# block 1

Block 1, clock nets:
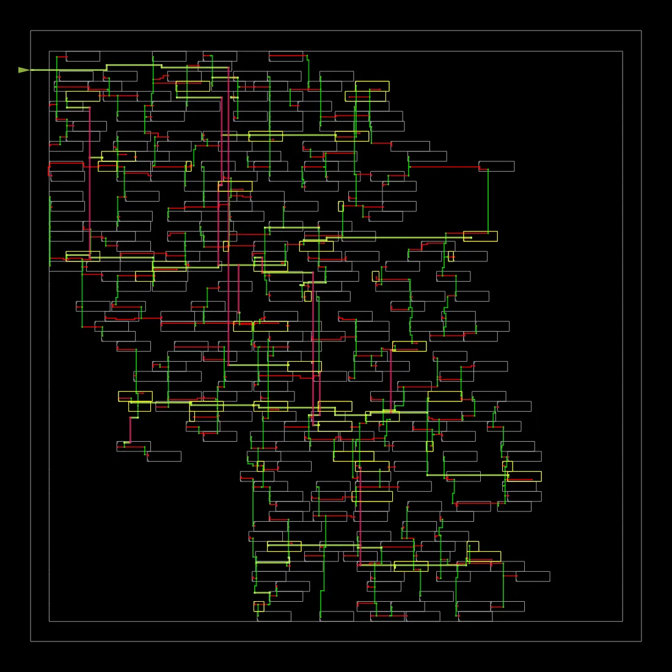

**config.mk**
```make
export PLATFORM = sky130hd
export DESIGN_NAME = core_ras
export DESIGN_NICKNAME = d
export VERILOG_FILES = /design/src/rtl/core_ras_pkg.sv /design/src/rtl/core_ras.sv
export SDC_FILE = /design/constraint.sdc
export NUM_CORES = 1
export LEC_CHECK = 0
export CORE_MARGIN = 5
export CORE_UTILIZATION = 60
export DETAILED_ROUTE_END_ITERATION = 6
export DONT_BUFFER_PORTS = 1
export GPL_TIMING_DRIVEN = 0
export PLACE_DENSITY = 0.88
export SETUP_SLACK_MARGIN = 0.1
export SLEW_MARGIN = 10
export SYNTH_ARGS = -nofsm -noshare
export SYNTH_HDL_FRONTEND = slang
export SYNTH_SLANG_ARGS = --single-unit
```
**constraint.sdc**
```tcl
create_clock -name clk -period 3.9 [get_ports clk]
set_input_delay 0.975 -clock clk [delete_from_list [all_inputs] [get_ports clk]]
set_output_delay 0.975 -clock clk [all_outputs]
set_load 0.1 [all_outputs]
```
**src/rtl/core_ras_pkg.sv**
```systemverilog
// ----------------------------------------------------------------------------
// core_ras_pkg
// Shared branch-prediction types for the return-address stack and its users.
//   - target_type_e : encoding of a branch's target class
//                     (0 none, 1 call, 2 return, 3 immediate)
//   - RAS_DEPTH / RAS_PTR_W : stack depth and the ras_ptr field width shared
//                     by core_ras, bpu_predict_t and bpu_correct_t
//   - bpu_predict_t : per-branch prediction record (carries the ras_ptr snapshot)
//   - bpu_correct_t : resolve-stage correction sent back to the predictor
//   - ret_addr()    : return address of a call at a given PC
// ----------------------------------------------------------------------------
package core_ras_pkg;

    localparam int RAS_DEPTH = 8;
    localparam int RAS_PTR_W = $clog2(RAS_DEPTH);

    typedef enum logic [1:0] {
        TARGET_NONE   = 2'd0,
        TARGET_CALL   = 2'd1,
        TARGET_RETURN = 2'd2,
        TARGET_IMM    = 2'd3
    } target_type_e;

    typedef struct packed {
        logic                 valid;
        logic [31:0]          pc;
        logic [31:0]          target;
        target_type_e         target_type;
        logic [RAS_PTR_W-1:0] ras_ptr;
    } bpu_predict_t;

    // Only the fields the stack consumes are carried here.
    typedef struct packed {
        logic                 miss;
        logic [31:0]          pc;
        target_type_e         true_target_type;
        logic [RAS_PTR_W-1:0] ras_ptr;
    } bpu_correct_t;

    function automatic logic [31:0] ret_addr(input logic [31:0] pc);
        return pc + 32'd4;
    endfunction

endpackage

```
**src/rtl/core_ras.sv**
```systemverilog
// ----------------------------------------------------------------------------
// core_ras
// Speculative return-address stack for the branch prediction unit.
// Fetch pushes the return address of predicted calls and pops on predicted
// returns; the resolve stage rolls the pointer back on a mispredict and
// re-applies the true branch's own stack effect.
//
// Ports:
//   clk, rst_n              clock, asynchronous active-low reset
//   f_valid_i               fetch-side operation valid
//   f_push_i / f_pop_i      predicted call / predicted return
//   f_pc_i                  PC of the predicted call
//   top_o                   predicted return target (entry at pointer)
//   ptr_o                   current pointer, snapshotted as ras_ptr
//   correct_valid_i         correction valid
//   correct_i               correction record (miss, pc, true_target_type, ras_ptr)
//   push_cnt_o, pop_cnt_o,
//   recover_cnt_o           saturating perf counters
//
// Configuration macro: CORE_RAS_PERF_EN builds the perf counters; without it
// the three counter outputs are tied to zero.
// ----------------------------------------------------------------------------
module core_ras
    import core_ras_pkg::*;
#(
    parameter int DEPTH = RAS_DEPTH,
    parameter int PTR_W = $clog2(DEPTH)
) (
    input  logic               clk,
    input  logic               rst_n,
    input  logic               f_valid_i,
    input  logic               f_push_i,
    input  logic               f_pop_i,
    input  logic [31:0]        f_pc_i,
    output logic [31:0]        top_o,
    output logic [PTR_W-1:0]   ptr_o,
    input  logic               correct_valid_i,
    input  bpu_correct_t       correct_i,
    output logic [31:0]        push_cnt_o,
    output logic [31:0]        pop_cnt_o,
    output logic [31:0]        recover_cnt_o
);

    localparam logic [PTR_W-1:0] PTR_ONE = PTR_W'(1);

    logic [31:0]      mem_reg [DEPTH];
    logic [PTR_W-1:0] ptr_reg;
    logic [PTR_W-1:0] ptr_next;

    logic             wr_en;
    logic [PTR_W-1:0] wr_idx;
    logic [31:0]      wr_data;

    logic             recover;
    logic             fetch_en;
    logic [PTR_W-1:0] rec_ptr;

    assign recover  = correct_valid_i && correct_i.miss;
    // A recovery in the same cycle discards the fetch operation entirely.
    assign fetch_en = f_valid_i && !recover;
    assign rec_ptr  = PTR_W'(correct_i.ras_ptr);

    // Next pointer and the single possible stack write for this cycle.
    // Pointer arithmetic wraps naturally at PTR_W bits (DEPTH is a power of
    // two), which gives the overwrite-oldest / wrap-on-underflow behaviour.
    always_comb begin
        ptr_next = ptr_reg;
        wr_en    = 1'b0;
        wr_idx   = ptr_reg;
        wr_data  = ret_addr(f_pc_i);
        if (recover) begin
            case (correct_i.true_target_type)
                TARGET_CALL: begin
                    ptr_next = rec_ptr + PTR_ONE;
                    wr_en    = 1'b1;
                    wr_idx   = rec_ptr + PTR_ONE;
                    wr_data  = ret_addr(correct_i.pc);
                end
                TARGET_RETURN: ptr_next = rec_ptr - PTR_ONE;
                default:       ptr_next = rec_ptr;
            endcase
        end else if (fetch_en) begin
            if (f_push_i && f_pop_i) begin
                // Call immediately after a return: replace the top in place.
                wr_en  = 1'b1;
                wr_idx = ptr_reg;
            end else if (f_push_i) begin
                ptr_next = ptr_reg + PTR_ONE;
                wr_en    = 1'b1;
                wr_idx   = ptr_reg + PTR_ONE;
            end else if (f_pop_i) begin
                ptr_next = ptr_reg - PTR_ONE;
            end
        end
    end

    always_ff @(posedge clk or negedge rst_n) begin
        if (!rst_n) begin
            ptr_reg <= '0;
        end else begin
            ptr_reg <= ptr_next;
        end
    end

    // Entries are cleared only by reset, so the stack lives in flops.
    always_ff @(posedge clk or negedge rst_n) begin
        if (!rst_n) begin
            for (int i = 0; i < DEPTH; i++) begin
                mem_reg[i] <= '0;
            end
        end else if (wr_en) begin
            mem_reg[wr_idx] <= wr_data;
        end
    end

    // No same-cycle bypass: outputs reflect registered state only.
    assign top_o = mem_reg[ptr_reg];
    assign ptr_o = ptr_reg;

`ifdef CORE_RAS_PERF_EN
    logic [31:0] push_cnt_reg;
    logic [31:0] pop_cnt_reg;
    logic [31:0] recover_cnt_reg;

    always_ff @(posedge clk or negedge rst_n) begin
        if (!rst_n) begin
            push_cnt_reg    <= '0;
            pop_cnt_reg     <= '0;
            recover_cnt_reg <= '0;
        end else begin
            if (fetch_en && f_push_i && (push_cnt_reg != 32'hFFFF_FFFF)) begin
                push_cnt_reg <= push_cnt_reg + 32'd1;
            end
            if (fetch_en && f_pop_i && (pop_cnt_reg != 32'hFFFF_FFFF)) begin
                pop_cnt_reg <= pop_cnt_reg + 32'd1;
            end
            if (recover && (recover_cnt_reg != 32'hFFFF_FFFF)) begin
                recover_cnt_reg <= recover_cnt_reg + 32'd1;
            end
        end
    end

    assign push_cnt_o    = push_cnt_reg;
    assign pop_cnt_o     = pop_cnt_reg;
    assign recover_cnt_o = recover_cnt_reg;
`else
    assign push_cnt_o    = 32'd0;
    assign pop_cnt_o     = 32'd0;
    assign recover_cnt_o = 32'd0;
`endif

endmodule

```
# block 2

<file path="config.mk">
export PLATFORM = sky130hd
export DESIGN_NAME = tty_iot_device
export DESIGN_NICKNAME = d
export VERILOG_FILES = /design/src/rtl/tty_pkg.sv /design/src/rtl/tty_uart_core.sv /design/src/rtl/tty_iot_device.sv
export SDC_FILE = /design/constraint.sdc
export NUM_CORES = 1
export LEC_CHECK = 0
export CAP_MARGIN = 10
export CORE_ASPECT_RATIO = 1.4
export CORE_MARGIN = 2
export CORE_UTILIZATION = 37
export CTS_CLUSTER_DIAMETER = 200
export DETAILED_ROUTE_END_ITERATION = 6
export PLACE_DENSITY = 0.55
export SLEW_MARGIN = 20
export SYNTH_ARGS = -nofsm -noshare
export SYNTH_HDL_FRONTEND = slang
export SYNTH_SLANG_ARGS = --single-unit
</file>
<file path="constraint.sdc">
create_clock -name clk -period 2.3 [get_ports clk]
set_clock_uncertainty 0.05 [all_clocks]
set_input_delay 0.345 -clock clk [delete_from_list [all_inputs] [get_ports clk]]
set_output_delay 0.345 -clock clk [all_outputs]
set_load 0.01 [all_outputs]
</file>
<file path="src/rtl/tty_pkg.sv">
// ---------------------------------------------------------------------------
// tty_pkg
// Shared definitions for the console teletype IOT device.
//   ser_state_e : serial FSM encoding used by both receiver and transmitter
//   SKIP/CLR/XFER : IR micro-op bit positions
//   KBD/TPR : device codes served by this block (keyboard 03, printer 04)
// ---------------------------------------------------------------------------
package tty_pkg;

    typedef enum logic [1:0] {
        IDLE  = 2'd0,
        START = 2'd1,
        DATA  = 2'd2,
        STOP  = 2'd3
    } ser_state_e;

    localparam int SKIP = 0;
    localparam int CLR  = 1;
    localparam int XFER = 2;

    localparam logic [2:0] KBD = 3'o3;
    localparam logic [2:0] TPR = 3'o4;

endpackage

</file>
<file path="src/rtl/tty_uart_core.sv">
// ---------------------------------------------------------------------------
// tty_uart_core
// 8N1 serial receiver and transmitter for the teletype device.
// Ports:
//   clk, reset      : system clock, synchronous active-high reset
//   rxd             : asynchronous serial input (idle high)
//   rx_valid        : one-cycle pulse, rx_data holds a good byte
//   rx_data[7:0]    : received byte (valid with rx_valid)
//   tx_start        : one-cycle request to send tx_data (ignored while busy)
//   tx_data[7:0]    : byte to send, sampled with tx_start
//   tx_busy         : transmitter frame in progress
//   tx_done         : one-cycle pulse on the final cycle of the stop bit
//   txd             : registered serial output (idle high)
// ---------------------------------------------------------------------------
module tty_uart_core
    import tty_pkg::*;
#(
    parameter int CLKS_PER_BIT = 104
) (
    input  logic       clk,
    input  logic       reset,
    input  logic       rxd,
    output logic       rx_valid,
    output logic [7:0] rx_data,
    input  logic       tx_start,
    input  logic [7:0] tx_data,
    output logic       tx_busy,
    output logic       tx_done,
    output logic       txd
);

    localparam int CW = $clog2(CLKS_PER_BIT);
    localparam logic [CW-1:0] LAST = CW'(CLKS_PER_BIT - 1);
    localparam logic [CW-1:0] HALF = CW'(CLKS_PER_BIT / 2 - 1);

    // sync_q[0..1] synchronise rxd; sync_q[2] is the previous synchronised
    // value, used to find the falling edge of the start bit.
    logic [2:0]  sync_q, sync_d;
    logic        rxd_s;
    logic        rx_fall;

    ser_state_e  rx_state_q, rx_state_d;
    logic [CW-1:0] rx_cnt_q, rx_cnt_d;
    logic [2:0]  rx_bit_q, rx_bit_d;
    logic [7:0]  rx_shift_q, rx_shift_d;

    ser_state_e  tx_state_q, tx_state_d;
    logic [CW-1:0] tx_cnt_q, tx_cnt_d;
    logic [2:0]  tx_bit_q, tx_bit_d;
    logic [7:0]  tx_shift_q, tx_shift_d;
    logic        txd_q, txd_d;

    assign rxd_s   = sync_q[1];
    assign rx_fall = sync_q[2] & ~sync_q[1];
    assign rx_data = rx_shift_q;
    assign tx_busy = (tx_state_q != IDLE);
    assign txd     = txd_q;

    // Receiver: start is qualified at mid-bit, data sampled a full bit later.
    always_comb begin
        sync_d     = {sync_q[1:0], rxd};
        rx_state_d = rx_state_q;
        rx_cnt_d   = rx_cnt_q + 1'b1;
        rx_bit_d   = rx_bit_q;
        rx_shift_d = rx_shift_q;
        rx_valid   = 1'b0;
        case (rx_state_q)
            IDLE: begin
                rx_cnt_d = '0;
                if (rx_fall) rx_state_d = START;
            end
            START: begin
                if (rx_cnt_q == HALF) begin
                    rx_cnt_d   = '0;
                    rx_bit_d   = '0;
                    // Line back high by mid-bit means a glitch, not a start.
                    rx_state_d = rxd_s ? IDLE : DATA;
                end
            end
            DATA: begin
                if (rx_cnt_q == LAST) begin
                    rx_cnt_d   = '0;
                    rx_shift_d = {rxd_s, rx_shift_q[7:1]};
                    rx_bit_d   = rx_bit_q + 1'b1;
                    if (rx_bit_q == 3'd7) rx_state_d = STOP;
                end
            end
            STOP: begin
                if (rx_cnt_q == LAST) begin
                    rx_cnt_d   = '0;
                    // A low stop bit is a framing error: drop the byte.
                    rx_valid   = rxd_s;
                    rx_state_d = IDLE;
                end
            end
            default: rx_state_d = IDLE;
        endcase
    end

    // Transmitter: txd is registered from the next state so it changes
    // exactly on the state transition edge.
    always_comb begin
        tx_state_d = tx_state_q;
        tx_cnt_d   = tx_cnt_q + 1'b1;
        tx_bit_d   = tx_bit_q;
        tx_shift_d = tx_shift_q;
        tx_done    = 1'b0;
        case (tx_state_q)
            IDLE: begin
                tx_cnt_d = '0;
                if (tx_start) begin
                    tx_shift_d = tx_data;
                    tx_bit_d   = '0;
                    tx_state_d = START;
                end
            end
            START: begin
                if (tx_cnt_q == LAST) begin
                    tx_cnt_d   = '0;
                    tx_state_d = DATA;
                end
            end
            DATA: begin
                if (tx_cnt_q == LAST) begin
                    tx_cnt_d   = '0;
                    tx_shift_d = {1'b0, tx_shift_q[7:1]};
                    tx_bit_d   = tx_bit_q + 1'b1;
                    if (tx_bit_q == 3'd7) tx_state_d = STOP;
                end
            end
            STOP: begin
                if (tx_cnt_q == LAST) begin
                    tx_cnt_d   = '0;
                    tx_done    = 1'b1;
                    tx_state_d = IDLE;
                end
            end
            default: tx_state_d = IDLE;
        endcase

        case (tx_state_d)
            START:   txd_d = 1'b0;
            DATA:    txd_d = tx_shift_d[0];
            default: txd_d = 1'b1;
        endcase
    end

    always_ff @(posedge clk) begin
        if (reset) begin
            sync_q     <= 3'b111;
            rx_state_q <= IDLE;
            rx_cnt_q   <= '0;
            rx_bit_q   <= '0;
            tx_state_q <= IDLE;
            tx_cnt_q   <= '0;
            tx_bit_q   <= '0;
            txd_q      <= 1'b1;
        end else begin
            sync_q     <= sync_d;
            rx_state_q <= rx_state_d;
            rx_cnt_q   <= rx_cnt_d;
            rx_bit_q   <= rx_bit_d;
            tx_state_q <= tx_state_d;
            tx_cnt_q   <= tx_cnt_d;
            tx_bit_q   <= tx_bit_d;
            txd_q      <= txd_d;
        end
    end

    // Shift registers are pure data and are always loaded before use.
    always_ff @(posedge clk) begin
        rx_shift_q <= rx_shift_d;
        tx_shift_q <= tx_shift_d;
    end

endmodule

</file>
<file path="src/rtl/tty_iot_device.sv">
// ---------------------------------------------------------------------------
// tty_iot_device
// Console teletype: responder for keyboard (603x) and teleprinter (604x) IOTs.
// Ports:
//   clk, reset       : system clock, synchronous active-high reset
//   IOT603x/IOT604x  : device select levels held for the whole IOT
//   IR[2:0]          : IOT micro-op bits (SKIP=0, CLR=1, XFER=2)
//   DONE             : one-cycle end-of-IOT pulse; all state changes here
//   AC[7:0]          : printer data source (and KIE enable bit)
//   skip, clearAC    : combinational responses while a select is high
//   orAC[7:0]        : rbuf on keyboard XFER, else zero
//   irq              : only with TTY_IRQ_EN, ie & (kbd_flag | tpr_flag)
//   rxd / txd        : 8N1 serial keyboard input / printer output
// Build option: define TTY_IRQ_EN to add the interrupt enable (6035 = KIE).
// ---------------------------------------------------------------------------
module tty_iot_device
    import tty_pkg::*;
#(
    parameter int CLKS_PER_BIT = 104
) (
    input  logic       clk,
    input  logic       reset,
    input  logic       IOT603x,
    input  logic       IOT604x,
    input  logic [2:0] IR,
    input  logic       DONE,
    input  logic [7:0] AC,
    output logic       skip,
    output logic       clearAC,
    output logic [7:0] orAC,
`ifdef TTY_IRQ_EN
    output logic       irq,
`endif
    input  logic       rxd,
    output logic       txd
);

    logic       kbd_flag_q, kbd_flag_d;
    logic       tpr_flag_q, tpr_flag_d;
    logic [7:0] rbuf_q, rbuf_d;
    logic [7:0] tbuf_q, tbuf_d;

    logic       kbd_done, tpr_done;
    logic       rx_valid, tx_busy, tx_done, tx_start;
    logic [7:0] rx_data;

    assign kbd_done = DONE & IOT603x;
    assign tpr_done = DONE & IOT604x;
    // A load while the printer is busy is dropped; the frame runs on.
    assign tx_start = tpr_done & IR[XFER] & ~tx_busy;

    tty_uart_core #(
        .CLKS_PER_BIT (CLKS_PER_BIT)
    ) u_core (
        .clk      (clk),
        .reset    (reset),
        .rxd      (rxd),
        .rx_valid (rx_valid),
        .rx_data  (rx_data),
        .tx_start (tx_start),
        .tx_data  (tbuf_d),
        .tx_busy  (tx_busy),
        .tx_done  (tx_done),
        .txd      (txd)
    );

    always_comb begin
        skip    = (IOT603x & IR[SKIP] & kbd_flag_q) | (IOT604x & IR[SKIP] & tpr_flag_q);
        clearAC = IOT603x & IR[CLR];
        orAC    = (IOT603x & IR[XFER]) ? rbuf_q : 8'h00;
    end

    // Flag updates: clears are applied first so a same-cycle set wins.
    always_comb begin
        kbd_flag_d = kbd_flag_q;
        if (kbd_done & IR[CLR]) kbd_flag_d = 1'b0;
        if (rx_valid)           kbd_flag_d = 1'b1;

        rbuf_d = rx_valid ? rx_data : rbuf_q;

        tpr_flag_d = tpr_flag_q;
        if (tpr_done & (IR == 3'b000)) tpr_flag_d = 1'b1;
        if (tpr_done & IR[CLR])        tpr_flag_d = 1'b0;
        if (tx_done)                   tpr_flag_d = 1'b1;

        tbuf_d = tx_start ? AC : tbuf_q;
    end

    always_ff @(posedge clk) begin
        if (reset) begin
            kbd_flag_q <= 1'b0;
            tpr_flag_q <= 1'b0;
            rbuf_q     <= 8'h00;
            tbuf_q     <= 8'h00;
        end else begin
            kbd_flag_q <= kbd_flag_d;
            tpr_flag_q <= tpr_flag_d;
            rbuf_q     <= rbuf_d;
            tbuf_q     <= tbuf_d;
        end
    end

`ifdef TTY_IRQ_EN
    logic ie_q, ie_d;

    always_comb begin
        ie_d = ie_q;
        if (kbd_done & (IR == 3'b101)) ie_d = AC[0];
    end

    always_ff @(posedge clk) begin
        if (reset) ie_q <= 1'b1;
        else       ie_q <= ie_d;
    end

    assign irq = ie_q & (kbd_flag_q | tpr_flag_q);
`endif

endmodule

</file>
# block 3

**src/rtl/fpmul_req_arbiter.sv**
```systemverilog
// fpmul_req_arbiter: round-robin sharing of one combinational FP32 multiplier among NREQ requesters.
// Latency: rsp_valid rises 2 cycles after the accept cycle; one op in flight, issue interval >= 3 cycles.
// Backpressure: req_ready only in IDLE; the response is held in RESP until rsp_ready. Optional FPMUL_ARB_STICKY_EN adds sticky flags.

// Single-cycle combinational FP32 multiply with exception/overflow/underflow flags.
// Denormal inputs are flushed to zero and the mantissa is truncated (round toward zero).
// Exception (either operand exponent all-ones) forces a zero result with the other flags clear.
module multiplication (
   input  logic [31:0] a_operand,
   input  logic [31:0] b_operand,
   output logic [31:0] result,
   output logic        exception,
   output logic        overflow,
   output logic        underflow
);
   logic        sign;
   logic [7:0]  exp_a;
   logic [7:0]  exp_b;
   logic        zero_in;
   logic [23:0] man_a;
   logic [23:0] man_b;
   logic [47:0] product;
   logic        norm;
   logic [22:0] mantissa;
   logic [9:0]  exp_sum;
   logic        ovf_raw;
   logic        unf_raw;

   // unpack, multiply significands, normalise, rebias exponent and classify the result
   always_comb begin
      sign      = a_operand[31] ^ b_operand[31];
      exp_a     = a_operand[30:23];
      exp_b     = b_operand[30:23];
      exception = (&exp_a) | (&exp_b);
      zero_in   = (exp_a == 8'd0) | (exp_b == 8'd0);
      man_a     = {1'b1, a_operand[22:0]};
      man_b     = {1'b1, b_operand[22:0]};
      product   = {24'd0, man_a} * {24'd0, man_b};
      // product of two [1,2) significands lies in [1,4); bit 47 set means it reached 2
      norm      = product[47];
      mantissa  = norm ? product[46:24] : product[45:23];
      // 10-bit two's-complement exponent: range -125..382 fits without wrap
      exp_sum   = {2'b00, exp_a} + {2'b00, exp_b} + {9'd0, norm} - 10'd127;
      ovf_raw   = !exp_sum[9] && (exp_sum[8:0] >= 9'd255);
      unf_raw   = exp_sum[9] || (exp_sum == 10'd0);
      overflow  = !exception && !zero_in && ovf_raw;
      underflow = !exception && !zero_in && unf_raw;

      if (exception) begin
         result = 32'd0;
      end else if (zero_in) begin
         result = {sign, 31'd0};
      end else if (ovf_raw) begin
         result = {sign, 8'hFF, 23'd0};
      end else if (unf_raw) begin
         result = {sign, 31'd0};
      end else begin
         result = {sign, exp_sum[7:0], mantissa};
      end
   end
endmodule

module fpmul_req_arbiter #(
   parameter int NREQ  = 4,
   parameter int TAG_W = 2
) (
   input  logic                 clk,
   input  logic                 rst,
   input  logic [NREQ-1:0]      req_valid,
   output logic [NREQ-1:0]      req_ready,
   input  logic [NREQ*32-1:0]   req_a,
   input  logic [NREQ*32-1:0]   req_b,
   output logic                 rsp_valid,
   input  logic                 rsp_ready,
   output logic [31:0]          rsp_result,
   output logic [TAG_W-1:0]     rsp_tag,
   output logic                 rsp_exception,
   output logic                 rsp_overflow,
   output logic                 rsp_underflow,
   output logic                 busy,
   output logic [2:0]           sticky_flags,
   input  logic                 flag_clr
);
   typedef enum logic [1:0] {
      IDLE = 2'd0,
      CALC = 2'd1,
      RESP = 2'd2
   } state_t;

   state_t           state;
   state_t           state_nxt;
   logic [TAG_W-1:0] last_grant;
   logic [TAG_W-1:0] grant_idx;
   logic [TAG_W-1:0] cand;
   logic [TAG_W-1:0] tag_q;
   logic             grant_any;
   logic             accept;
   logic [31:0]      op_a;
   logic [31:0]      op_b;
   logic [31:0]      mul_result;
   logic             mul_exception;
   logic             mul_overflow;
   logic             mul_underflow;

   // round-robin search starting one past the previous winner, wrapping modulo NREQ
   always_comb begin
      grant_any = 1'b0;
      grant_idx = '0;
      cand      = '0;
      for (int k = 1; k <= NREQ; k++) begin
         cand = TAG_W'((int'(last_grant) + k) % NREQ);
         if (!grant_any && req_valid[cand]) begin
            grant_any = 1'b1;
            grant_idx = cand;
         end
      end
   end

   // reset masks the grant so nothing is accepted while rst is high
   assign accept = (state == IDLE) && grant_any && !rst;

   // one-hot ready to the winner only, and only while accepting
   always_comb begin
      req_ready = '0;
      if (accept) begin
         req_ready[grant_idx] = 1'b1;
      end
   end

   // state register
   always_ff @(posedge clk) begin
      if (rst) begin
         state <= IDLE;
      end else begin
         state <= state_nxt;
      end
   end

   // next-state: accept -> one compute cycle -> hold response until taken
   always_comb begin
      state_nxt = state;
      case (state)
         IDLE:    if (accept) state_nxt = CALC;
         CALC:    state_nxt = RESP;
         RESP:    if (rsp_ready) state_nxt = IDLE;
         default: state_nxt = IDLE;
      endcase
   end

   // capture the winner's operands and remember it for the next rotation
   always_ff @(posedge clk) begin
      if (rst) begin
         op_a       <= 32'd0;
         op_b       <= 32'd0;
         tag_q      <= '0;
         last_grant <= TAG_W'(NREQ - 1);
      end else if (accept) begin
         op_a       <= req_a[32*grant_idx +: 32];
         op_b       <= req_b[32*grant_idx +: 32];
         tag_q      <= grant_idx;
         last_grant <= grant_idx;
      end
   end

   // the multiplier only ever sees registered operands
   multiplication u_mul (
      .a_operand (op_a),
      .b_operand (op_b),
      .result    (mul_result),
      .exception (mul_exception),
      .overflow  (mul_overflow),
      .underflow (mul_underflow)
   );

   // latch the product and flags at the end of CALC; held through RESP
   always_ff @(posedge clk) begin
      if (rst) begin
         rsp_result    <= 32'd0;
         rsp_tag       <= '0;
         rsp_exception <= 1'b0;
         rsp_overflow  <= 1'b0;
         rsp_underflow <= 1'b0;
      end else if (state == CALC) begin
         rsp_result    <= mul_result;
         rsp_tag       <= tag_q;
         rsp_exception <= mul_exception;
         rsp_overflow  <= mul_overflow;
         rsp_underflow <= mul_underflow;
      end
   end

   assign rsp_valid = (state == RESP);
   assign busy      = (state != IDLE);

`ifdef FPMUL_ARB_STICKY_EN
   logic [2:0] sticky_q;

   // accumulate flags of each delivered response; a clear beats a same-cycle handshake
   always_ff @(posedge clk) begin
      if (rst) begin
         sticky_q <= 3'b000;
      end else if (flag_clr) begin
         sticky_q <= 3'b000;
      end else if (rsp_valid && rsp_ready) begin
         sticky_q <= sticky_q | {rsp_exception, rsp_overflow, rsp_underflow};
      end
   end

   assign sticky_flags = sticky_q;
`else
   logic unused_flag_clr;

   assign unused_flag_clr = flag_clr;
   assign sticky_flags    = 3'b000;
`endif

endmodule

```
**config.mk**
```make
export PLATFORM = sky130hd
export DESIGN_NAME = fpmul_req_arbiter
export DESIGN_NICKNAME = d
export VERILOG_FILES = /design/src/rtl/fpmul_req_arbiter.sv
export SDC_FILE = /design/constraint.sdc
export NUM_CORES = 2
export LEC_CHECK = 0
export CAP_MARGIN = 20
export CORE_ASPECT_RATIO = 1.5
export CORE_MARGIN = 2
export CORE_UTILIZATION = 64
export DETAILED_ROUTE_END_ITERATION = 8
export MAX_ROUTING_LAYER = met4
export PLACE_DENSITY = 0.9
export SYNTH_ARGS = -nofsm -noshare
export SYNTH_HDL_FRONTEND = slang
export SYNTH_SLANG_ARGS = --single-unit
```
**constraint.sdc**
```tcl
create_clock -name clk -period 17.6 [get_ports clk]
set_clock_uncertainty 0.15 [all_clocks]
set_input_delay 2.64 -clock clk [delete_from_list [all_inputs] [get_ports clk]]
set_output_delay 2.64 -clock clk [all_outputs]
set_load 0.05 [all_outputs]
```
# block 4

==> src/rtl/cache_fill_fsm_pkg.sv <==
// rtl/cache_fill_fsm_pkg.sv - shared sizes and state encoding for the cache fill controller
package cache_fill_fsm_pkg;

  localparam int FILL_ADDR_W          = 16;
  localparam int FILL_DATA_W          = 16;
  localparam int FILL_WORDS_PER_BLOCK = 8;
  localparam int BLOCK_BYTES          = 2 * FILL_WORDS_PER_BLOCK;

  typedef enum logic [1:0] {
    FILL_IDLE = 2'd0,
    FILL_BUSY = 2'd1,
    FILL_DONE = 2'd2
  } fill_state_t;

endpackage

==> src/rtl/cache_fill_fsm_dff.sv <==
// rtl/cache_fill_fsm_dff.sv - single-bit flop with synchronous active-high clear
module cache_fill_fsm_dff (
  input  logic clk,
  input  logic rst,
  input  logic d,
  output logic q
);

  always_ff @(posedge clk) begin
    if (rst) q <= 1'b0;
    else     q <= d;
  end

endmodule

==> src/rtl/cache_fill_fsm.sv <==
// rtl/cache_fill_fsm.sv - miss fill controller: fetches one block, writes data words and tag
module cache_fill_fsm
  import cache_fill_fsm_pkg::*;
#(
  parameter  int ADDR_W          = FILL_ADDR_W,
  parameter  int DATA_W          = FILL_DATA_W,
  parameter  int WORDS_PER_BLOCK = FILL_WORDS_PER_BLOCK,
  localparam int WIDX_W          = $clog2(WORDS_PER_BLOCK)
) (
  input  logic              clk,
  input  logic              rst,
  input  logic              miss_detected,
  input  logic [ADDR_W-1:0] miss_address,
  input  logic              mem_grant,
  input  logic              mem_data_valid,
  input  logic [DATA_W-1:0] mem_data,
  output logic              fsm_busy,
  output logic              mem_req,
  output logic [ADDR_W-1:0] mem_addr,
  output logic              data_we,
  output logic [WIDX_W-1:0] data_word_idx,
  output logic [DATA_W-1:0] data_wdata,
  output logic              tag_we,
  output logic              fill_done
);

  localparam int                CNT_W    = WIDX_W + 1;
  localparam int                REG_W    = 2 + 2 * CNT_W + ADDR_W;
  localparam logic [CNT_W-1:0]  CNT_FULL = CNT_W'(WORDS_PER_BLOCK);
  localparam logic [CNT_W-1:0]  CNT_LAST = CNT_W'(WORDS_PER_BLOCK - 1);
  localparam logic [ADDR_W-1:0] OFS_MASK = ADDR_W'(2 * WORDS_PER_BLOCK - 1);

  fill_state_t       state_q, state_d;
  logic [CNT_W-1:0]  issue_q, issue_d;
  logic [CNT_W-1:0]  rx_q, rx_d;
  logic [ADDR_W-1:0] base_q, base_d;
  logic [REG_W-1:0]  reg_d, reg_q;
  logic              in_fill;

  // All controller state lives in one vector of bit-cells, all clearing to zero (FILL_IDLE).
  assign reg_d = {base_d, rx_d, issue_d, state_d};

  for (genvar i = 0; i < REG_W; i++) begin : g_state_bit
    cache_fill_fsm_dff u_dff (
      .clk (clk),
      .rst (rst),
      .d   (reg_d[i]),
      .q   (reg_q[i])
    );
  end

  assign state_q = fill_state_t'(reg_q[1:0]);
  assign issue_q = reg_q[2 +: CNT_W];
  assign rx_q    = reg_q[2 + CNT_W +: CNT_W];
  assign base_q  = reg_q[2 + 2 * CNT_W +: ADDR_W];

  assign in_fill       = (state_q == FILL_BUSY);
  assign fsm_busy      = (state_q == FILL_BUSY) || (state_q == FILL_DONE);
  assign fill_done     = (state_q == FILL_DONE);
  assign mem_req       = in_fill && (issue_q < CNT_FULL);
  assign mem_addr      = mem_req ? base_q + {{(ADDR_W - CNT_W - 1){1'b0}}, issue_q, 1'b0} : '0;
  // Returns beyond the block length are dropped so rx_q can never pass CNT_FULL.
  assign data_we       = in_fill && mem_data_valid && (rx_q < CNT_FULL);
  assign tag_we        = data_we && (rx_q == CNT_LAST);
  assign data_word_idx = data_we ? rx_q[WIDX_W-1:0] : '0;
  assign data_wdata    = mem_data;

  always_comb begin
    state_d = state_q;
    issue_d = issue_q;
    rx_d    = rx_q;
    base_d  = base_q;
    case (state_q)
      FILL_IDLE: begin
        if (miss_detected) begin
          base_d  = miss_address & ~OFS_MASK;
          issue_d = '0;
          rx_d    = '0;
          state_d = FILL_BUSY;
        end
      end
      FILL_BUSY: begin
        if (mem_req && mem_grant) issue_d = issue_q + CNT_W'(1);
        if (data_we)              rx_d    = rx_q + CNT_W'(1);
        if (tag_we)               state_d = FILL_DONE;
      end
      FILL_DONE: state_d = FILL_IDLE;
      default:   state_d = FILL_IDLE;
    endcase
  end

endmodule
==> config.mk <==
export PLATFORM = sky130hd
export DESIGN_NAME = cache_fill_fsm
export DESIGN_NICKNAME = d
export VERILOG_FILES = /design/src/rtl/cache_fill_fsm_pkg.sv /design/src/rtl/cache_fill_fsm_dff.sv /design/src/rtl/cache_fill_fsm.sv
export SDC_FILE = /design/constraint.sdc
export NUM_CORES = 1
export LEC_CHECK = 0
export CAP_MARGIN = 20
export CORE_ASPECT_RATIO = 1.75
export CORE_MARGIN = 2
export CORE_UTILIZATION = 25
export CTS_CLUSTER_DIAMETER = 40
export DETAILED_ROUTE_END_ITERATION = 8
export PLACE_DENSITY = 0.54
export SKIP_LAST_GASP = 1
export SLEW_MARGIN = 20
export SYNTH_ARGS = -nofsm -noshare
export SYNTH_HDL_FRONTEND = slang
export SYNTH_SLANG_ARGS = --single-unit
==> constraint.sdc <==
create_clock -name clk -period 3.8 [get_ports clk]
set_input_delay 0.76 -clock clk [delete_from_list [all_inputs] [get_ports clk]]
set_output_delay 0.76 -clock clk [all_outputs]
set_load 0.01 [all_outputs]
Block 2, floorplan with the power grid:
Scale: 4 px per um. Pins as bars on the die edge.
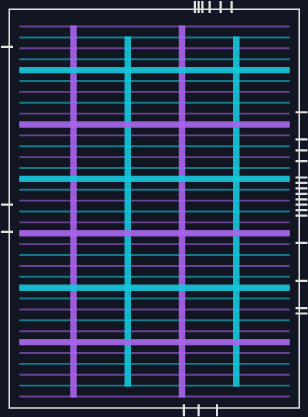
| net | color |
|---|---|
| VSS | purple |
| VDD | cyan |
met1 rails: 35
signal pins: 28

Block 2, metal layers overlaid:
Scale: 4 px per um.
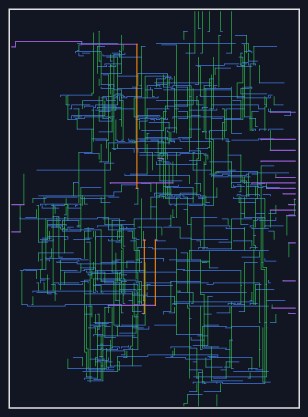
| layer | color | wire length |
|---|---|---|
| metal 1 | blue | 2190 um |
| metal 2 | green | 2080 um |
| metal 4 | orange | 70.7 um |
| metal 3 | purple | 145 um |

==> run_results.csv, block 2 <==
group,metric,value,unit
critical_path,endpoint,"orAC[6]",
cells_and_area,final-clk-cell-share,3.80,%
floorplan,initial_core_util,38.4,%
synthesis,async_reset_ff_share,0,%
pwr,switchingPower,404,uW
critical_path,timing.rr.end,"u_core.txd",
hold_path,worstHoldEndpoint,"u_core.sync_q[1]",
pwr,p_seq,1.01,mW
status,status,"complete, no violations",
floorplan,dieWidth,72.1,um
sta,hold_viol_final,0,
critical_path,critPathMaxFanout,11,
cells_and_area,nNetsFinal,308,
critical_path,cp-startpoint,"IR[2]",
detailed_routing,drt_iter0_drc,88,
sta,grt_setup_unrepaired,"no",
pwr,pwr-share-seq,58.0,%
critical_path,reg2reg_from,"u_core.tx_cnt_q[0]",
critical_path,crit_top_cell,"clkdlybuf4s50_1",
global_routing,grt_pass1_wl,7540,um
synthesis,syn_area_per_cell,9.53,sq um
sta,tns,0,ns
sta,setup_slack,0.145,ns
synthesis,xor_area_share,3.65,%
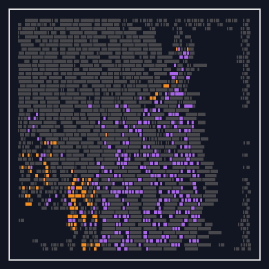
Block 1: logic cells by family
Scale: 1.5 px per um.
| family | color | cells |
|---|---|---|
| aoi and oai cells | purple | 285 |
| nor cells | orange | 69 |

Notes on 'clock nets' of block 1 above:
clkbuf count: 35
Sink Count: 259

==> run_results.csv, block 1 <==
group,metric,value,unit
pwr,pwr-share-seq,34.1,%
synthesis,async_reset_ff_share,100,%
floorplan,io-pin-count,207,
detailed_routing,dr.pass1.iters,5,
cells_and_area,comb_share,45.4,%
cells_and_area,seq_share,39.4,%
critical_path,reg2reg_from,"ptr_o[1]",
pwr,power.group.top,"combinational logic",
pwr,p_seq,4.80,mW
status,status,"complete, no violations",
synthesis,ys_cells,1243,
sta,holdWs,0.171,ns
floorplan,rows,57,
floorplan,initial_core_util,60.5,%
cts,cts_buffers,26,
sta,setup_slack,0.134,ns
synthesis,ys_warn_count,0,
critical_path,cp-startpoint,"ptr_o[1]",
detailed_routing,routed_via_density,6.73,
cts,cts-root-buf,"clkbuf_16",
sta,fin_crit,3.77,ns
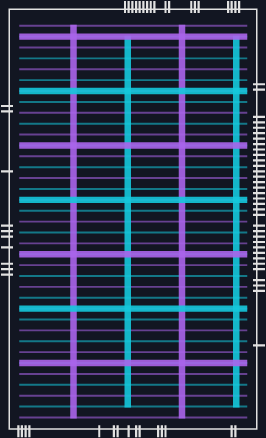
Block 4: floorplan with the power grid
Scale: 4 px per um. Pins as bars on the die edge.
| net | color |
|---|---|
| VSS | purple |
| VDD | cyan |
met4 straps: 4
met1 rails: 37
met5 straps: 7
rows: 36

==> run_results.csv, block 4 <==
group,metric,value,unit
status,status,"complete, no violations",
cts,cts_setup_buffers,0,
cts,cts.sinks,22,
cells_and_area,reg_top3,"g_state_bit.u_dff.q: 22 flops",
pwr,swShare,38.5,%
floorplan,coreArea,5590,sq um
critical_path,worst_ep_arrival_time,2.33,ns
place,dp_hpwl,2650,um
hold_path,min_from,"g_state_bit[25].u_dff.q",
global_routing,met1_usage,10.9,%
floorplan,initial_core_util,25.9,%
synthesis,area_leaders,"dfxtp_1 30%, buf_4 9.4%, a21oi_1 8.3%",
synthesis,synth-compound-area-share,12.2,%
synthesis,ys_top_logic_family,"simple AND/OR/NAND/NOR gates",
critical_path,path_cells,"inv_1, ha_1, nand2b_1, inv_1, and2_1, clkdlybuf4s50_1",
synthesis,ys_warn_count,0,
floorplan,rows,36,
detailed_routing,wl_met1,1250,um
cells_and_area,largest_reg_flops,22,
hold_path,min_path_cells,2,
cells_and_area,regMostFlops,"g_state_bit.u_dff.q",
cells_and_area,flops,22,
synthesis,async_reset_ff_share,0,%
cells_and_area,n_all_buffers,39,
detailed_routing,wl_met2,1960,um
detailed_routing,drt_drc_violations_left,0,
global_routing,top_usage_layer,"met2",
critical_path,worstSetupPathType,"reg2out",
Block 3, clock nets:
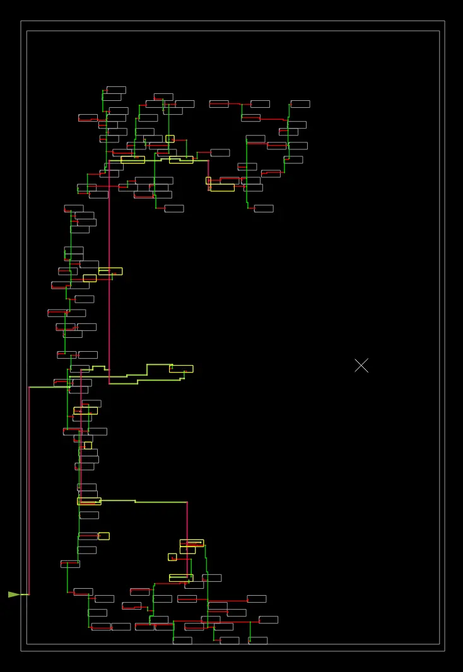
num sequential: 107
clkbuf count: 10
Clock Power: 207 uW

==> run_results.csv, block 3 <==
group,metric,value,unit
run,cap_violations,0,
cells_and_area,reg_top3,"op_a: 32 flops, op_b: 32 flops, rsp_result: 32 flops",
synthesis,yosys.area.top_type,"fa_1",
critical_path,crit_family,"adder cells",
cts,h-tree-depth,3,
hold_path,min_from,"rsp_result[10]",
critical_path,worstSetupPathType,"reg2reg",
cts,cts_buffers,9,
pwr,swShare,57.3,%
synthesis,ys.flop_type,"dfxtp_1",
status,violations,"DRC",
synthesis,synthMuxAreaShare,0.401,%
detailed_routing,drt_drc_violations_left,1,
critical_path,max_stage_delay,1.04,ns
global_routing,top_usage_layer,"met2",
global_routing,grt_max_degree,88,
sta,fmax,0.0841,GHz
cts,cts.sinks,107,
status,status,"finished with violations",


==> gallery <==
Clock wires, drivers and flops.
(a)
Scale: 3 px per um.
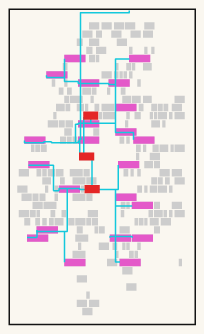
(b)
Scale: 3 px per um.
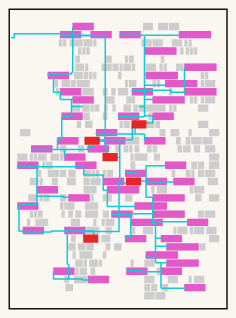
(c)
Scale: 1 px per um.
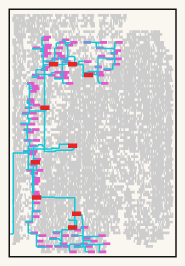
(d)
Scale: 1.5 px per um.
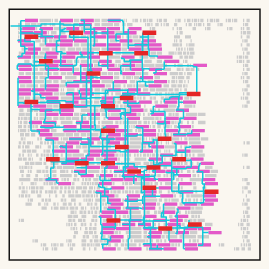
Block 2 is (b).
Block 1 is (d).
Block 4 is (a).
Block 3 is (c).
The one with the largest die is (c).
The one with the fewest sequential cells is (a).

Key to (a):
[clock drivers] red | count: 3
[flip-flops] magenta | count: 22
[clock wires] cyan | length: 333 um
routed clock nets: 4


==> gallery <==
Metal layers overlaid.
Plate I
Scale: 3 px per um.
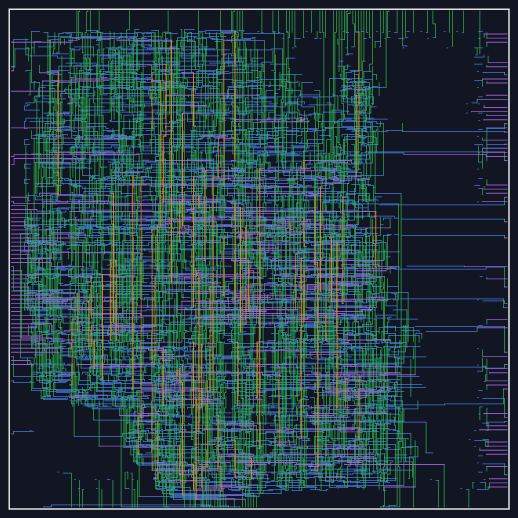
Plate II
Scale: 2 px per um.
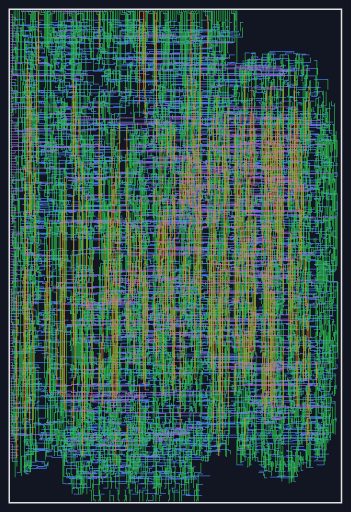
Plate III
Scale: 6 px per um.
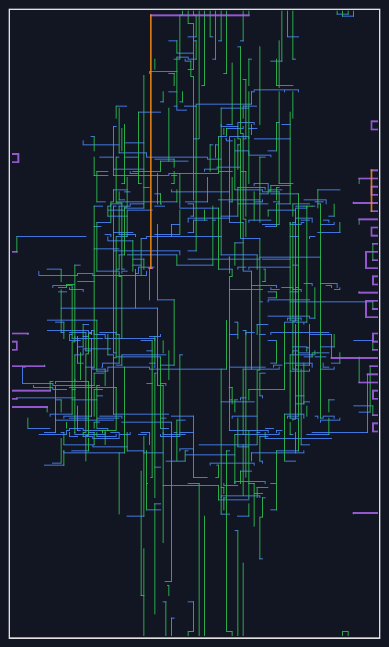
| picture | from |
|---|---|
| Plate II | block 3 |
| Plate III | block 4 |
| Plate I | block 1 |
- most wire: Plate II
- least wire: Plate III

Power and IR drop assume default switching activity.
